######## design 1 ########
<file path="src/rtl/tsc_pkg.sv">
// Shared types and constants for the transient-capture controller.
// Holds the state encoding, the default trigger threshold, the sample width
// and the default ring depth / pointer width.
package tsc_pkg;

  typedef enum logic [2:0] {
    ST_IDLE    = 3'd0,
    ST_PREFILL = 3'd1,
    ST_ARMED   = 3'd2,
    ST_POST    = 3'd3,
    ST_READOUT = 3'd4
  } tsc_state_e;

  localparam int         DATA_W       = 8;
  localparam logic [7:0] TRIGVL_DEF   = 8'hD5;
  localparam int         DEPTH_DEF    = 32;
  localparam int         PTR_W_DEF    = $clog2(DEPTH_DEF);
  localparam int         PRE_TRIG_DEF = 16;

endpackage

</file>
<file path="src/rtl/tsc_capture_ctrl_if.sv">
// Sample-in / readout-out bus of the transient-capture controller.
//   adc_req/adc_dat : sample strobe and 8-bit ADC sample (into the block)
//   rd_req          : readout word request (into the block)
//   rd_valid/rd_dat : readout word qualifier and data (out of the block)
// master = sample source / readout consumer, slave = tsc_capture_ctrl.
interface tsc_capture_ctrl_if;
  import tsc_pkg::*;

  logic              adc_req;
  logic [DATA_W-1:0] adc_dat;
  logic              rd_req;
  logic              rd_valid;
  logic [DATA_W-1:0] rd_dat;

  modport master (output adc_req, adc_dat, rd_req, input rd_valid, rd_dat);
  modport slave  (input adc_req, adc_dat, rd_req, output rd_valid, rd_dat);

endinterface

</file>
<file path="src/rtl/tsc_ring_ram.sv">
// Capture ring storage: one write port, one read port, one-cycle read
// latency, contents never reset.
//   clk             : clock
//   wr_en/wr_addr/wr_dat : write port
//   rd_en/rd_addr   : read request, rd_dat valid the following cycle
module tsc_ring_ram
  import tsc_pkg::*;
#(
  parameter int DEPTH = DEPTH_DEF
) (
  input  logic                     clk,
  input  logic                     wr_en,
  input  logic [$clog2(DEPTH)-1:0] wr_addr,
  input  logic [DATA_W-1:0]        wr_dat,
  input  logic                     rd_en,
  input  logic [$clog2(DEPTH)-1:0] rd_addr,
  output logic [DATA_W-1:0]        rd_dat
);

  logic [DATA_W-1:0] mem [DEPTH];

  always_ff @(posedge clk) begin
    if (wr_en) mem[wr_addr] <= wr_dat;
    if (rd_en) rd_dat <= mem[rd_addr];
  end

endmodule

</file>
<file path="src/rtl/tsc_capture_ctrl.sv">
// Transient-capture controller: fills a ring of DEPTH samples, keeps
// PRE_TRIG samples ahead of the first sample above TRIGVL, records the
// remaining post-trigger samples, then plays the window back oldest-first.
// Ports:
//   clk, rst    : clock, synchronous active-high reset
//   bus (slave) : adc_req/adc_dat in, rd_req in, rd_valid/rd_dat out
//   arm, abort  : start a capture / force IDLE
//   busy, done  : not-IDLE flag, one-cycle readout-complete pulse
//   state       : current state code
//   trig_forced : timeout produced the trigger (only with TSC_TIMEOUT_EN)
// Build option: define TSC_TIMEOUT_EN to bound the ARMED wait by TIMEOUT
// cycles; undefined, ARMED waits for a real trigger indefinitely.
module tsc_capture_ctrl
  import tsc_pkg::*;
#(
  parameter int         DEPTH    = DEPTH_DEF,
  parameter int         PRE_TRIG = PRE_TRIG_DEF,
  parameter logic [7:0] TRIGVL   = TRIGVL_DEF,
  parameter int         TIMEOUT  = 1024
) (
  input  logic                clk,
  input  logic                rst,
  tsc_capture_ctrl_if.slave   bus,
  input  logic                arm,
  input  logic                abort,
  output logic                busy,
  output logic                done,
  output logic [2:0]          state
`ifdef TSC_TIMEOUT_EN
  ,
  output logic                trig_forced
`endif
);

  localparam int PTR_W = $clog2(DEPTH);
  localparam int CNT_W = PTR_W + 1;
  localparam logic [CNT_W-1:0] PRE_N  = CNT_W'(PRE_TRIG);
  localparam logic [CNT_W-1:0] POST_N = CNT_W'(DEPTH - PRE_TRIG - 1);
  localparam logic [CNT_W-1:0] RD_N   = CNT_W'(DEPTH);

  if ((DEPTH & (DEPTH - 1)) != 0 || DEPTH < 8 || DEPTH > 256) begin : g_bad_depth
    $error("DEPTH must be a power of two in 8..256");
  end
  if (PRE_TRIG < 1 || PRE_TRIG > DEPTH - 1) begin : g_bad_pre
    $error("PRE_TRIG must be in 1..DEPTH-1");
  end
  if (TIMEOUT < 1) begin : g_bad_timeout
    $error("TIMEOUT must be at least 1");
  end

  tsc_state_e        state_q, state_d;
  logic [PTR_W-1:0]  wr_ptr, rd_ptr, trig_ptr;
  logic [CNT_W-1:0]  fill_cnt, post_cnt, rd_cnt;
  logic              wr_en, rd_en, trig_hit, force_hit, arm_go, last_rd;
  logic              to_expire;
  logic              rd_vld_p1, done_p1;
  logic [DATA_W-1:0] ram_q;

  // Next-state and per-cycle strobes; abort overrides every decision.
  always_comb begin
    state_d   = state_q;
    wr_en     = 1'b0;
    rd_en     = 1'b0;
    trig_hit  = 1'b0;
    force_hit = 1'b0;
    arm_go    = 1'b0;
    last_rd   = 1'b0;
    case (state_q)
      ST_IDLE: begin
        if (arm) begin
          arm_go  = 1'b1;
          state_d = ST_PREFILL;
        end
      end
      ST_PREFILL: begin
        if (bus.adc_req) begin
          wr_en = 1'b1;
          if (fill_cnt + CNT_W'(1) >= PRE_N) state_d = ST_ARMED;
        end
      end
      ST_ARMED: begin
        trig_hit  = bus.adc_req && (bus.adc_dat > TRIGVL);
        // A real trigger in the expiry cycle wins; a forced trigger writes nothing.
        force_hit = to_expire && !trig_hit;
        wr_en     = bus.adc_req && !force_hit;
        if (trig_hit || force_hit) state_d = ST_POST;
      end
      ST_POST: begin
        if (post_cnt >= POST_N) begin
          state_d = ST_READOUT;
        end else if (bus.adc_req) begin
          wr_en = 1'b1;
          if (post_cnt + CNT_W'(1) >= POST_N) state_d = ST_READOUT;
        end
      end
      ST_READOUT: begin
        if (bus.rd_req) begin
          rd_en = 1'b1;
          if (rd_cnt + CNT_W'(1) >= RD_N) begin
            last_rd = 1'b1;
            state_d = ST_IDLE;
          end
        end
      end
      default: state_d = ST_IDLE;
    endcase
    if (abort) begin
      state_d   = ST_IDLE;
      wr_en     = 1'b0;
      rd_en     = 1'b0;
      trig_hit  = 1'b0;
      force_hit = 1'b0;
      arm_go    = 1'b0;
      last_rd   = 1'b0;
    end
  end

  // Stage p0 -> p1: state, pointers, counters and the readout qualifier.
  always_ff @(posedge clk) begin
    if (rst) begin
      state_q   <= ST_IDLE;
      wr_ptr    <= '0;
      rd_ptr    <= '0;
      trig_ptr  <= '0;
      fill_cnt  <= '0;
      post_cnt  <= '0;
      rd_cnt    <= '0;
      rd_vld_p1 <= 1'b0;
      done_p1   <= 1'b0;
    end else begin
      state_q   <= state_d;
      rd_vld_p1 <= rd_en;
      done_p1   <= last_rd;
      if (wr_en) wr_ptr <= wr_ptr + PTR_W'(1);
      if (arm_go) begin
        fill_cnt <= '0;
      end else if (state_q == ST_PREFILL && wr_en && fill_cnt < PRE_N) begin
        fill_cnt <= fill_cnt + CNT_W'(1);
      end
      if (trig_hit || force_hit) begin
        trig_ptr <= wr_ptr;
        post_cnt <= '0;
      end else if (state_q == ST_POST && wr_en && post_cnt < POST_N) begin
        post_cnt <= post_cnt + CNT_W'(1);
      end
      // Oldest kept sample sits PRE_TRIG slots behind the trigger slot.
      if (state_q == ST_POST && state_d == ST_READOUT) begin
        rd_ptr <= trig_ptr - PTR_W'(PRE_TRIG);
        rd_cnt <= '0;
      end else if (rd_en) begin
        rd_ptr <= rd_ptr + PTR_W'(1);
        if (rd_cnt < RD_N) rd_cnt <= rd_cnt + CNT_W'(1);
      end
    end
  end

`ifdef TSC_TIMEOUT_EN
  localparam int TO_W = $clog2(TIMEOUT + 1);
  logic [TO_W-1:0] to_cnt;

  assign to_expire = (state_q == ST_ARMED) && (to_cnt == TO_W'(TIMEOUT - 1));

  always_ff @(posedge clk) begin
    if (rst) begin
      to_cnt      <= '0;
      trig_forced <= 1'b0;
    end else begin
      if (state_q != ST_ARMED) begin
        to_cnt <= '0;
      end else if (to_cnt < TO_W'(TIMEOUT)) begin
        to_cnt <= to_cnt + TO_W'(1);
      end
      if (arm_go) begin
        trig_forced <= 1'b0;
      end else if (force_hit) begin
        trig_forced <= 1'b1;
      end
    end
  end
`else
  assign to_expire = 1'b0;
`endif

  tsc_ring_ram #(.DEPTH(DEPTH)) u_ring (
    .clk     (clk),
    .wr_en   (wr_en),
    .wr_addr (wr_ptr),
    .wr_dat  (bus.adc_dat),
    .rd_en   (rd_en),
    .rd_addr (rd_ptr),
    .rd_dat  (ram_q)
  );

  assign bus.rd_valid = rd_vld_p1;
  assign bus.rd_dat   = rd_vld_p1 ? ram_q : '0;
  assign done         = done_p1;
  assign busy         = (state_q != ST_IDLE);
  assign state        = state_q;

endmodule

</file>
<file path="src/flat_wrapper.sv">
// flat-port wrapper written by rule: the top's interface ports become plain ports
module tsc_capture_ctrl_flat import tsc_pkg::*;
#(
  parameter int         DEPTH    = DEPTH_DEF,
  parameter int         PRE_TRIG = PRE_TRIG_DEF,
  parameter logic [7:0] TRIGVL   = TRIGVL_DEF,
  parameter int         TIMEOUT  = 1024
)
  (clk, rst, arm, abort, busy, done, state, bus_adc_req, bus_adc_dat, bus_rd_req, bus_rd_valid, bus_rd_dat);
  tsc_capture_ctrl_if bus_i ();
  input  logic clk;
  input  logic rst;
  input  logic arm;
  input  logic abort;
  output logic busy;
  output logic done;
  output logic [2:0] state;
  input wire logic [$bits(bus_i.adc_req)-1:0] bus_adc_req;
  input wire logic [$bits(bus_i.adc_dat)-1:0] bus_adc_dat;
  input wire logic [$bits(bus_i.rd_req)-1:0] bus_rd_req;
  output wire logic [$bits(bus_i.rd_valid)-1:0] bus_rd_valid;
  output wire logic [$bits(bus_i.rd_dat)-1:0] bus_rd_dat;
  assign bus_i.adc_req = bus_adc_req;
  assign bus_i.adc_dat = bus_adc_dat;
  assign bus_i.rd_req = bus_rd_req;
  assign bus_rd_valid = bus_i.rd_valid;
  assign bus_rd_dat = bus_i.rd_dat;
  tsc_capture_ctrl #(.DEPTH(DEPTH), .PRE_TRIG(PRE_TRIG), .TRIGVL(TRIGVL), .TIMEOUT(TIMEOUT)) u_core (.clk(clk), .rst(rst), .bus(bus_i), .arm(arm), .abort(abort), .busy(busy), .done(done), .state(state));
endmodule
</file>
<file path="config.mk">
export PLATFORM = sky130hd
export DESIGN_NAME = tsc_capture_ctrl_flat
export DESIGN_NICKNAME = d
export VERILOG_FILES = /design/src/rtl/tsc_pkg.sv /design/src/rtl/tsc_capture_ctrl_if.sv /design/src/rtl/tsc_ring_ram.sv /design/src/rtl/tsc_capture_ctrl.sv /design/src/flat_wrapper.sv
export SDC_FILE = /design/constraint.sdc
export NUM_CORES = 1
export LEC_CHECK = 0
export ABC_AREA = 1
export CORE_MARGIN = 2
export CORE_UTILIZATION = 40
export DETAILED_ROUTE_END_ITERATION = 8
export PLACE_DENSITY_LB_ADDON = 0.15
export SETUP_SLACK_MARGIN = 0.5
export SLEW_MARGIN = 40
export SYNTH_ARGS = -nofsm -noshare
export SYNTH_HDL_FRONTEND = slang
export SYNTH_SLANG_ARGS = --single-unit
export TNS_END_PERCENT = 5
</file>
<file path="constraint.sdc">
create_clock -name clk -period 3.15 [get_ports clk]
set_clock_uncertainty 0.1 [all_clocks]
set_input_delay 0.63 -clock clk [delete_from_list [all_inputs] [get_ports clk]]
set_output_delay 0.63 -clock clk [all_outputs]
set_load 0.01 [all_outputs]
</file>
######## design 2 ########
===== src/rtl/gpio_controller_param.sv =====
// rtl/gpio_controller_param.sv - parametrised GPIO controller on the IO command bus
// Optional edge interrupt: define GPIO_EDGE_IRQ_EN.
module gpio_controller_param #(
    parameter int PIN_COUNT      = 8,
    parameter int PULSE_WIDTH    = 8,
    parameter int PULSE_PRESCALE = 1
) (
    input  logic                 clk,
    input  logic                 async_rst,
    input  logic                 clk_en,
    output logic                 IO_ACK,
    input  logic                 IO_REQ,
    input  logic                 IO_CommandEn,
    input  logic                 IO_ResponseRequested,
    output logic                 IO_CommandResponse,
    output logic                 IO_RegResponseFlag,
    output logic                 IO_MemResponseFlag,
    input  logic [3:0]           IO_DestRegIn,
    output logic [3:0]           IO_DestRegOut,
    input  logic [15:0]          IO_DataIn,
    output logic [15:0]          IO_DataOut,
    input  logic [PIN_COUNT-1:0] GPIO_DIn,
    output logic [PIN_COUNT-1:0] GPIO_DOut,
    output logic [PIN_COUNT-1:0] GPIO_DOutEn,
    output logic                 GPIO_IRQ
);

    localparam int PS_W = (PULSE_PRESCALE > 1) ? $clog2(PULSE_PRESCALE) : 1;
    typedef logic [PULSE_WIDTH-1:0] cnt_t;

    localparam logic [3:0] OP_WRBIT   = 4'd0;
    localparam logic [3:0] OP_WRWORD  = 4'd1;
    localparam logic [3:0] OP_TOGGLE  = 4'd2;
    localparam logic [3:0] OP_DIRBIT  = 4'd3;
    localparam logic [3:0] OP_DIRWORD = 4'd4;
    localparam logic [3:0] OP_RDOBIT  = 4'd5;
    localparam logic [3:0] OP_RDPBIT  = 4'd6;
    localparam logic [3:0] OP_RDOWORD = 4'd7;
    localparam logic [3:0] OP_RDPWORD = 4'd8;
    localparam logic [3:0] OP_RDEDGE  = 4'd9;
    localparam logic [3:0] OP_PULSE   = 4'd10;
    localparam logic [3:0] OP_RDBUSY  = 4'd11;

    logic [PIN_COUNT-1:0] r_out, r_oe, r_base;
    logic [PIN_COUNT-1:0] r_s1, r_s2, r_s3;
    logic [PIN_COUNT-1:0] r_rise, r_fall;
    cnt_t                 r_cnt [PIN_COUNT];
    logic [PS_W-1:0]      r_ps;
    logic                 r_cmd_resp, r_reg_resp;
    logic [3:0]           r_dest;
    logic [15:0]          r_data;

    logic [3:0]           w_op;
    logic [2:0]           w_addr;
    logic [7:0]           w_d;
    cnt_t                 w_len;
    logic                 w_accept, w_act, w_clr, w_tick, w_isread;
    logic [15:0]          w_rd;
    logic [PIN_COUNT-1:0] w_busy, w_rise, w_fall;
    logic [PIN_COUNT-1:0] w_out_n, w_oe_n, w_base_n;
    cnt_t                 w_cnt_n [PIN_COUNT];
    logic                 w_bit_out, w_bit_pin;
    logic                 w_unused;

    assign w_op     = IO_DataIn[15:12];
    assign w_addr   = IO_DataIn[10:8];
    assign w_d      = IO_DataIn[7:0];
    assign w_len    = w_d[PULSE_WIDTH-1:0];
    assign w_unused = IO_DataIn[11];

    assign w_accept = IO_REQ && clk_en && (IO_CommandEn || IO_ResponseRequested);
    assign w_act    = w_accept && IO_CommandEn;
    assign w_clr    = w_accept && (w_op == OP_RDEDGE);
    assign w_tick   = (r_ps == PS_W'(PULSE_PRESCALE - 1));
    assign w_rise   = r_s2 & ~r_s3;
    assign w_fall   = ~r_s2 & r_s3;

    always_comb begin
        for (int i = 0; i < PIN_COUNT; i++) w_busy[i] = (r_cnt[i] != '0);
    end

    always_comb begin
        w_bit_out = 1'b0;
        w_bit_pin = 1'b0;
        for (int i = 0; i < PIN_COUNT; i++) begin
            if (w_addr == 3'(i)) begin
                w_bit_out = r_out[i];
                w_bit_pin = r_s2[i];
            end
        end
        w_rd     = 16'h0000;
        w_isread = 1'b1;
        case (w_op)
            OP_RDOBIT:  w_rd = {15'b0, w_bit_out};
            OP_RDPBIT:  w_rd = {15'b0, w_bit_pin};
            OP_RDOWORD: w_rd = 16'(r_out);
            OP_RDPWORD: w_rd = 16'(r_s2);
            OP_RDEDGE:  w_rd = {8'(r_fall), 8'(r_rise)};
            OP_RDBUSY:  w_rd = 16'(w_busy);
            default:    w_isread = 1'b0;
        endcase
    end

    // Timer expiry is evaluated first so that a command in the same cycle overrides it.
    always_comb begin
        w_out_n  = r_out;
        w_oe_n   = r_oe;
        w_base_n = r_base;
        w_cnt_n  = r_cnt;
        for (int i = 0; i < PIN_COUNT; i++) begin
            if (w_tick && w_busy[i]) begin
                w_cnt_n[i] = r_cnt[i] - cnt_t'(1);
                if (r_cnt[i] == cnt_t'(1)) w_out_n[i] = r_base[i];
            end
        end
        if (w_act) begin
            for (int i = 0; i < PIN_COUNT; i++) begin
                if (w_addr == 3'(i)) begin
                    case (w_op)
                        OP_WRBIT: begin
                            w_out_n[i] = w_d[0];
                            w_cnt_n[i] = '0;
                        end
                        OP_TOGGLE: begin
                            w_out_n[i] = ~r_out[i];
                            w_cnt_n[i] = '0;
                        end
                        OP_DIRBIT: w_oe_n[i] = w_d[0];
                        OP_PULSE: begin
                            if (w_len != '0) begin
                                w_cnt_n[i] = w_len;
                                if (w_busy[i]) begin
                                    w_out_n[i] = r_out[i];
                                end else begin
                                    w_base_n[i] = r_out[i];
                                    w_out_n[i]  = ~r_out[i];
                                end
                            end else if (w_busy[i]) begin
                                w_out_n[i] = r_base[i];
                                w_cnt_n[i] = '0;
                            end
                        end
                        default: ;
                    endcase
                end
            end
            if (w_op == OP_WRWORD) begin
                w_out_n = w_d[PIN_COUNT-1:0];
                for (int i = 0; i < PIN_COUNT; i++) w_cnt_n[i] = '0;
            end
            if (w_op == OP_DIRWORD) w_oe_n = w_d[PIN_COUNT-1:0];
        end
    end

    always_ff @(posedge clk or posedge async_rst) begin
        if (async_rst) begin
            r_out      <= '0;
            r_oe       <= '0;
            r_base     <= '0;
            r_s1       <= '0;
            r_s2       <= '0;
            r_s3       <= '0;
            r_rise     <= '0;
            r_fall     <= '0;
            r_ps       <= '0;
            r_cmd_resp <= 1'b0;
            r_reg_resp <= 1'b0;
            r_dest     <= 4'h0;
            r_data     <= 16'h0000;
            for (int i = 0; i < PIN_COUNT; i++) r_cnt[i] <= '0;
        end else if (clk_en) begin
            r_out  <= w_out_n;
            r_oe   <= w_oe_n;
            r_base <= w_base_n;
            r_cnt  <= w_cnt_n;
            r_s1   <= GPIO_DIn;
            r_s2   <= r_s1;
            r_s3   <= r_s2;
            r_ps   <= w_tick ? '0 : r_ps + PS_W'(1);
            // A fresh edge in the clearing cycle survives the clear.
            r_rise <= (w_clr ? '0 : r_rise) | w_rise;
            r_fall <= (w_clr ? '0 : r_fall) | w_fall;
            if (w_accept) begin
                r_cmd_resp <= IO_CommandEn;
                r_reg_resp <= IO_ResponseRequested && w_isread;
                r_dest     <= IO_DestRegIn;
                r_data     <= w_rd;
            end else begin
                r_cmd_resp <= 1'b0;
                r_reg_resp <= 1'b0;
            end
        end
    end

`ifdef GPIO_EDGE_IRQ_EN
    logic [PIN_COUNT-1:0] r_mask;
    logic                 r_irq;
    always_ff @(posedge clk or posedge async_rst) begin
        if (async_rst) begin
            r_mask <= '0;
            r_irq  <= 1'b0;
        end else if (clk_en) begin
            if (w_act && w_op == 4'd12) r_mask <= w_d[PIN_COUNT-1:0];
            r_irq <= |((r_rise | r_fall) & r_mask);
        end
    end
    assign GPIO_IRQ = r_irq;
`else
    assign GPIO_IRQ = 1'b0;
`endif

    assign IO_ACK             = clk_en;
    assign IO_CommandResponse = r_cmd_resp;
    assign IO_RegResponseFlag = r_reg_resp;
    assign IO_MemResponseFlag = 1'b0;
    assign IO_DestRegOut      = r_dest;
    assign IO_DataOut         = r_data;
    assign GPIO_DOut          = r_out;
    assign GPIO_DOutEn        = r_oe;

endmodule

===== config.mk =====
export PLATFORM = sky130hd
export DESIGN_NAME = gpio_controller_param
export DESIGN_NICKNAME = d
export VERILOG_FILES = /design/src/rtl/gpio_controller_param.sv
export SDC_FILE = /design/constraint.sdc
export NUM_CORES = 1
export LEC_CHECK = 0
export CORE_MARGIN = 1
export CORE_UTILIZATION = 60
export CTS_BUF_LIST = sky130_fd_sc_hd__clkbuf_16
export DETAILED_ROUTE_END_ITERATION = 8
export PLACE_DENSITY_LB_ADDON = 0.05
export SLEW_MARGIN = 20
export SYNTH_ARGS = -nofsm -noshare
export SYNTH_HDL_FRONTEND = slang
export SYNTH_SLANG_ARGS = --single-unit
export TNS_END_PERCENT = 50

===== constraint.sdc =====
create_clock -name clk -period 8.45 [get_ports clk]
set_clock_uncertainty 0.05 [all_clocks]
set_input_delay 2.535 -clock clk [delete_from_list [all_inputs] [get_ports clk]]
set_output_delay 2.535 -clock clk [all_outputs]
set_load 0.005 [all_outputs]

**Design 2: the metal 4 layer**

Bar = 50 microns.
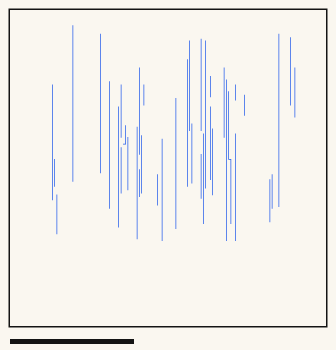
wire length on this layer: 1260 microns
longest straight run: 69.4 microns
nets with wire on the layer: 31

==> impl_metrics.ini, design 2 <==
; generated from flow reports
[run_status]
outcome = finished clean

[timing]
final_hold_viol_count = 0
setup_slack_ns = 2.41

[layout]
inverters = 84
nets = 1144
final_cells = 1279
fillCellCount = 1183
num_antenna_cells = 0
largestClassByArea = logic gates

[power]
total_power_w = 0.00302
ir_drop_mv = 0.225

[critical_path]
path_depth = 2
critPathMaxFanout = 39

[yosys]
area_leaders = dfrtp_1 (40%), mux2_2 (5.2%), o22ai_1 (4.5%)
yosysMostFrequentCell = dfrtp_1
synthXorXnorAreaFrac_pct = 3.08
edf_count = 0
top_logic_kind = AND-OR/OR-AND gates

[drt]
dr.pass1.iters = 7
route.antenna.remaining_nets = 0

[global_routing]
grt_pass1_vias = 8177
grt_use_met2_pct = 52.0

[clock_network]
cts.sinks = 150
ctsHoldBuffers = 0

[floorplan]
fp.dieW_microns = 127
[design 2: power breakdown]
group / internal (W) / switching (W) / total (W) / leakage (nW)
Combinational: 0.000569 / 0.000616 / 0.00119 / 2.34
Sequential: 0.000907 / 0.000212 / 0.00112 / 1.86
Clock: 0.000382 / 0.000331 / 0.000712 / 0.264
[design 2: sequential cells by signal, indices dropped and copies added (netlist names)]
register	flops
r_fall	8
r_cnt	64
IO_DestRegOut	4
r_base	8
r_rise	8
IO_RegResponseFlag	1
GPIO_DOut	8
IO_CommandResponse	1
r_s3	8
r_s2	8
GPIO_DOutEn	8
r_s1	8
IO_DataOut	16
**Design 1: the metal 4 layer**

Bar = 50 microns.
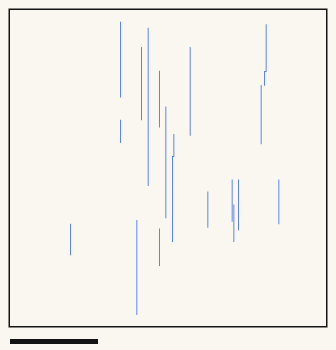
share of all routed wire: 2.1%
main direction: vertical
WL final: 33000 microns
vias: 8340

==> impl_metrics.ini, design 1 <==
; generated from flow reports
[min_path]
hp-class = reg2reg

[layout]
max_flop_register = u_core.u_ring.mem
largest_reg_flops = 256
nClkBuffers = 35
seq-cell-share_pct = 59.9
area_growth_pct = 17.2
fillCellCount = 2752

[yosys]
top_logic_kind = simple AND/OR/NAND/NOR gates
synthArstFlopShare_pct = 0
syn_area_per_cell_sq_um = 11.7
syn_nets = 1081
edf_count = 264
synth_cell_types = 38
synthXorXnorAreaFrac_pct = 0.424

[timing]
tns_ns = 0

[critical_path]
cp-start-kind = register
max_stage_delay_ns = 0.55

[floorplan]
fp-row-count = 64
die_h_microns = 180

[global_routing]
antenna_found_initial = 0

[drt]
drtIter0Drc = 958
drc_errors = 0

[run_status]
outcome = finished clean

[job]
maxCapViolCount = 0

[power]
switching_share_pct = 20.1
design 1: final timing paths:
path	slack [ns]	end	depth (start not counted)
setup / recovery	0.65	bus_rd_dat[4]	3
hold / removal	0.35	u_core.trig_ptr[4]	2
setup reg to reg	0.67	u_core.u_ring.rd_dat[2]	9
hold reg to reg	0.35	u_core.trig_ptr[4]	2
design 1: metal layers:
layer	vias to the layer above	routed length [microns]	global-route usage, %
met2	323	15100	31.8
met4	0	675	5.72
met5	-	0	0
li1	3956	-	-
met3	46	2480	3.81
met1	4015	14700	29.5

## Gallery

Metal 3.
Bar = 50 microns. Cells faint in the background.
(a)
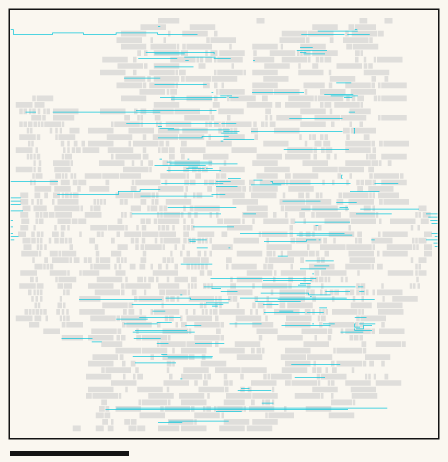
(b)
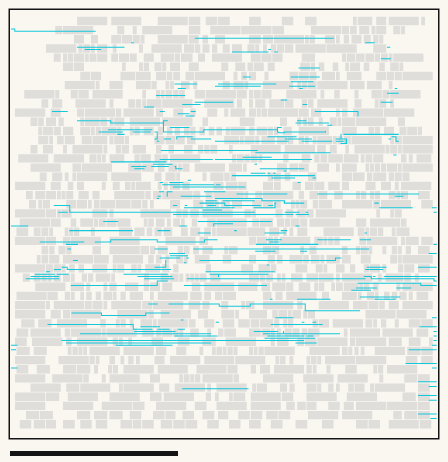
| from | picture |
|---|---|
| design 1 | (a) |
| design 2 | (b) |


######## design 3 ########
### config.mk
export PLATFORM = sky130hd
export DESIGN_NAME = pipe_stage_buf
export DESIGN_NICKNAME = d
export VERILOG_FILES = /design/src/rtl/pipe_stage_buf.sv
export SDC_FILE = /design/constraint.sdc
export NUM_CORES = 1
export LEC_CHECK = 0
export ABC_AREA = 0
export CORE_ASPECT_RATIO = 0.5
export CORE_MARGIN = 2
export CORE_UTILIZATION = 50
export CTS_CLUSTER_SIZE = 16
export DETAILED_ROUTE_END_ITERATION = 8
export PLACE_DENSITY = 0.81
export SETUP_SLACK_MARGIN = 0.5
export SLEW_MARGIN = 25
export SYNTH_ARGS = -nofsm -noshare
export SYNTH_HDL_FRONTEND = slang
export SYNTH_SLANG_ARGS = --single-unit
### constraint.sdc
create_clock -name clk -period 2.09 [get_ports clk]
set_input_delay 0.5225 -clock clk [delete_from_list [all_inputs] [get_ports clk]]
set_output_delay 0.5225 -clock clk [all_outputs]
set_load 0.1 [all_outputs]
### src/rtl/pipe_stage_buf.sv
// Pipeline stage register with a 2-entry skid buffer, valid/ready handshake and flush-to-bubble.
// Optional perf counters (stall_cnt, bubble_cnt) are built when PIPE_STAGE_PERF_EN is defined.
module pipe_stage_buf #(
    parameter int                 ADDR_W    = 32,
    parameter int                 DATA_W    = 32,
    parameter logic [DATA_W-1:0]  NOP_INSTR = DATA_W'(32'h0000_0013),
    parameter int                 CNT_W     = 16
) (
    input  logic              clk,
    input  logic              rst,
    input  logic              flush,
    input  logic              in_valid,
    output logic              in_ready,
    input  logic [ADDR_W-1:0] in_addr,
    input  logic [DATA_W-1:0] in_data,
    output logic              out_valid,
    input  logic              out_ready,
    output logic [ADDR_W-1:0] out_addr,
    output logic [DATA_W-1:0] out_data,
    output logic [1:0]        occupancy
`ifdef PIPE_STAGE_PERF_EN
    ,
    output logic [CNT_W-1:0]  stall_cnt,
    output logic [CNT_W-1:0]  bubble_cnt
`endif
);

    typedef enum logic [1:0] {
        S_EMPTY = 2'd0,
        S_ONE   = 2'd1,
        S_FULL  = 2'd2
    } state_e;

    state_e            state_q, state_d;
    logic [ADDR_W-1:0] main_addr_q, main_addr_d;
    logic [DATA_W-1:0] main_data_q, main_data_d;
    logic [ADDR_W-1:0] skid_addr_q, skid_addr_d;
    logic [DATA_W-1:0] skid_data_q, skid_data_d;
    logic              in_fire, out_fire;

    // in_ready comes straight from state; rst is the only combinational term.
    assign in_ready  = !rst && (state_q != S_FULL);
    assign out_valid = (state_q != S_EMPTY);
    assign out_addr  = main_addr_q;
    assign out_data  = main_data_q;
    assign occupancy = state_q;
    assign in_fire   = in_valid && in_ready;
    assign out_fire  = out_valid && out_ready;

    always_comb begin
        state_d     = state_q;
        main_addr_d = main_addr_q;
        main_data_d = main_data_q;
        skid_addr_d = skid_addr_q;
        skid_data_d = skid_data_q;
        if (flush) begin
            // Anything accepted this cycle is dropped; out_addr keeps its last value.
            state_d     = S_EMPTY;
            main_data_d = NOP_INSTR;
        end else begin
            unique case (state_q)
                S_EMPTY: begin
                    if (in_fire) begin
                        state_d     = S_ONE;
                        main_addr_d = in_addr;
                        main_data_d = in_data;
                    end
                end
                S_ONE: begin
                    if (in_fire && out_fire) begin
                        main_addr_d = in_addr;
                        main_data_d = in_data;
                    end else if (in_fire) begin
                        state_d     = S_FULL;
                        skid_addr_d = in_addr;
                        skid_data_d = in_data;
                    end else if (out_fire) begin
                        state_d     = S_EMPTY;
                        main_data_d = NOP_INSTR;
                    end
                end
                S_FULL: begin
                    if (out_fire) begin
                        state_d     = S_ONE;
                        main_addr_d = skid_addr_q;
                        main_data_d = skid_data_q;
                    end
                end
                default: begin
                    state_d     = S_EMPTY;
                    main_data_d = NOP_INSTR;
                end
            endcase
        end
    end

    always_ff @(posedge clk) begin
        if (rst) begin
            state_q     <= S_EMPTY;
            main_addr_q <= '0;
            main_data_q <= NOP_INSTR;
            skid_addr_q <= '0;
            skid_data_q <= '0;
        end else begin
            state_q     <= state_d;
            main_addr_q <= main_addr_d;
            main_data_q <= main_data_d;
            skid_addr_q <= skid_addr_d;
            skid_data_q <= skid_data_d;
        end
    end

`ifdef PIPE_STAGE_PERF_EN
    logic [CNT_W-1:0] stall_cnt_q, bubble_cnt_q;

    // Saturating counters; only rst clears them.
    always_ff @(posedge clk) begin
        if (rst) begin
            stall_cnt_q  <= '0;
            bubble_cnt_q <= '0;
        end else begin
            if (out_valid && !out_ready && (stall_cnt_q != '1))
                stall_cnt_q <= stall_cnt_q + CNT_W'(1);
            if (!out_valid && (bubble_cnt_q != '1))
                bubble_cnt_q <= bubble_cnt_q + CNT_W'(1);
        end
    end

    assign stall_cnt  = stall_cnt_q;
    assign bubble_cnt = bubble_cnt_q;
`endif

endmodule
**Design 3: the metal 1 layer**

Bar = 50 microns. Cells faint in the background.
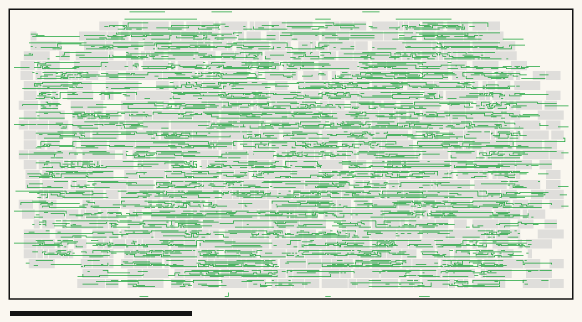
longest straight run: 37.3 microns
wire length on this layer: 9420 microns
share of all routed wire: 36%
nets with wire on the layer: 821
WL final: 26100 microns
grt met1 use: 37.2%

**Design 3: M2 wires**

Bar = 50 microns. Cells faint in the background.
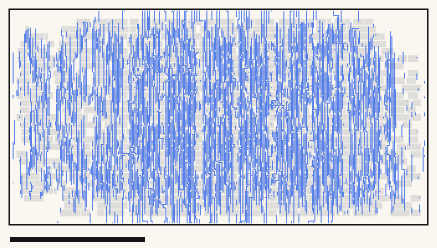
wire length on this layer: 11900 microns
main direction: vertical
GR Layer Usage met2: 52.9%
vias: 6626

==> impl_metrics.ini <==
; generated from flow reports
[run_status]
outcome = complete, but fails checks
violations = setup timing

[floorplan]
io_pins = 137

[min_path]
hold_path.startpoint = skid_addr_q[14]

[yosys]
synth.cell_area_sq_um = 5660
syn_area_per_cell_sq_um = 8.87
yosysTopAreaCell = dfxtp_1

[critical_path]
path_common_cell = buf_12
crit_start = in_valid
path_depth = 9
crit_end = out_addr[26]
cp.required_ns = 2.39

[drt]
dr.pass1.iters = 8
wl_per_cell_microns = 26.6
wl_met1_microns = 9420
vias_per_cell = 6.73

[layout]
n_all_buffers = 231
clock_cell_area_share_pct = 6.44
area_share_nonclk_buffers_pct = 30.6
area_growth_pct = 69.1

[place]
placedCellCount = 888

[global_routing]
grt_util_all_layers_pct = 31.5

[power]
power_frac_comb_pct = 19.5
power_switching_w = 0.00212

[timing]
finalClockSkew_ns = 0.00699
fin_crit_sh_pct = 102
setup_slack_ns = -0.0387
finalSetupViolCount = 2

[clock_network]
ctsHoldBuffers = 0
clock_path_buffers = 2
through the flow:
step	setup WS [ns]	util (%)	instance area, sq um
6_report	-0.0387	86.8	9560
4_1_cts	0.244	79.0	8700
5_1_grt	-0.0806	86.8	9560
3_3_place_gp	-0.211	66.7	7340
2_1_floorplan	-0.0506	-	5930
3_5_place_dp	-0.242	66.7	7340
repair_timing:
item | 4_1_cts | 5_1_grt
pin swaps | 8 | 35
gates cloned | 14 | 8
gates resized | 53 | 136
endpoints found under the setup margin | 156 | 170
buffers inserted | 26 | 17


==> screenshots <==
Track usage over the die.
picture 1
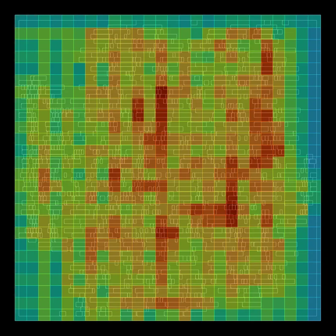
picture 2
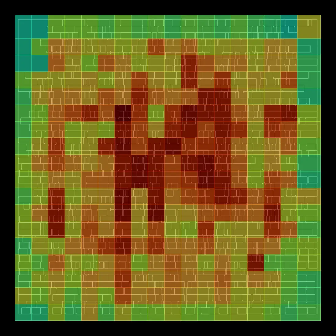
picture 3
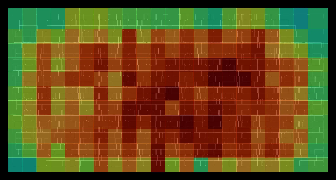
picture 2: design 2
picture 3: design 3
picture 1: design 1
The one with the highest utilization is picture 3.
The one with the lowest utilization is picture 1.

Power figures rest on the tool's default switching activity, not on a simulated workload.
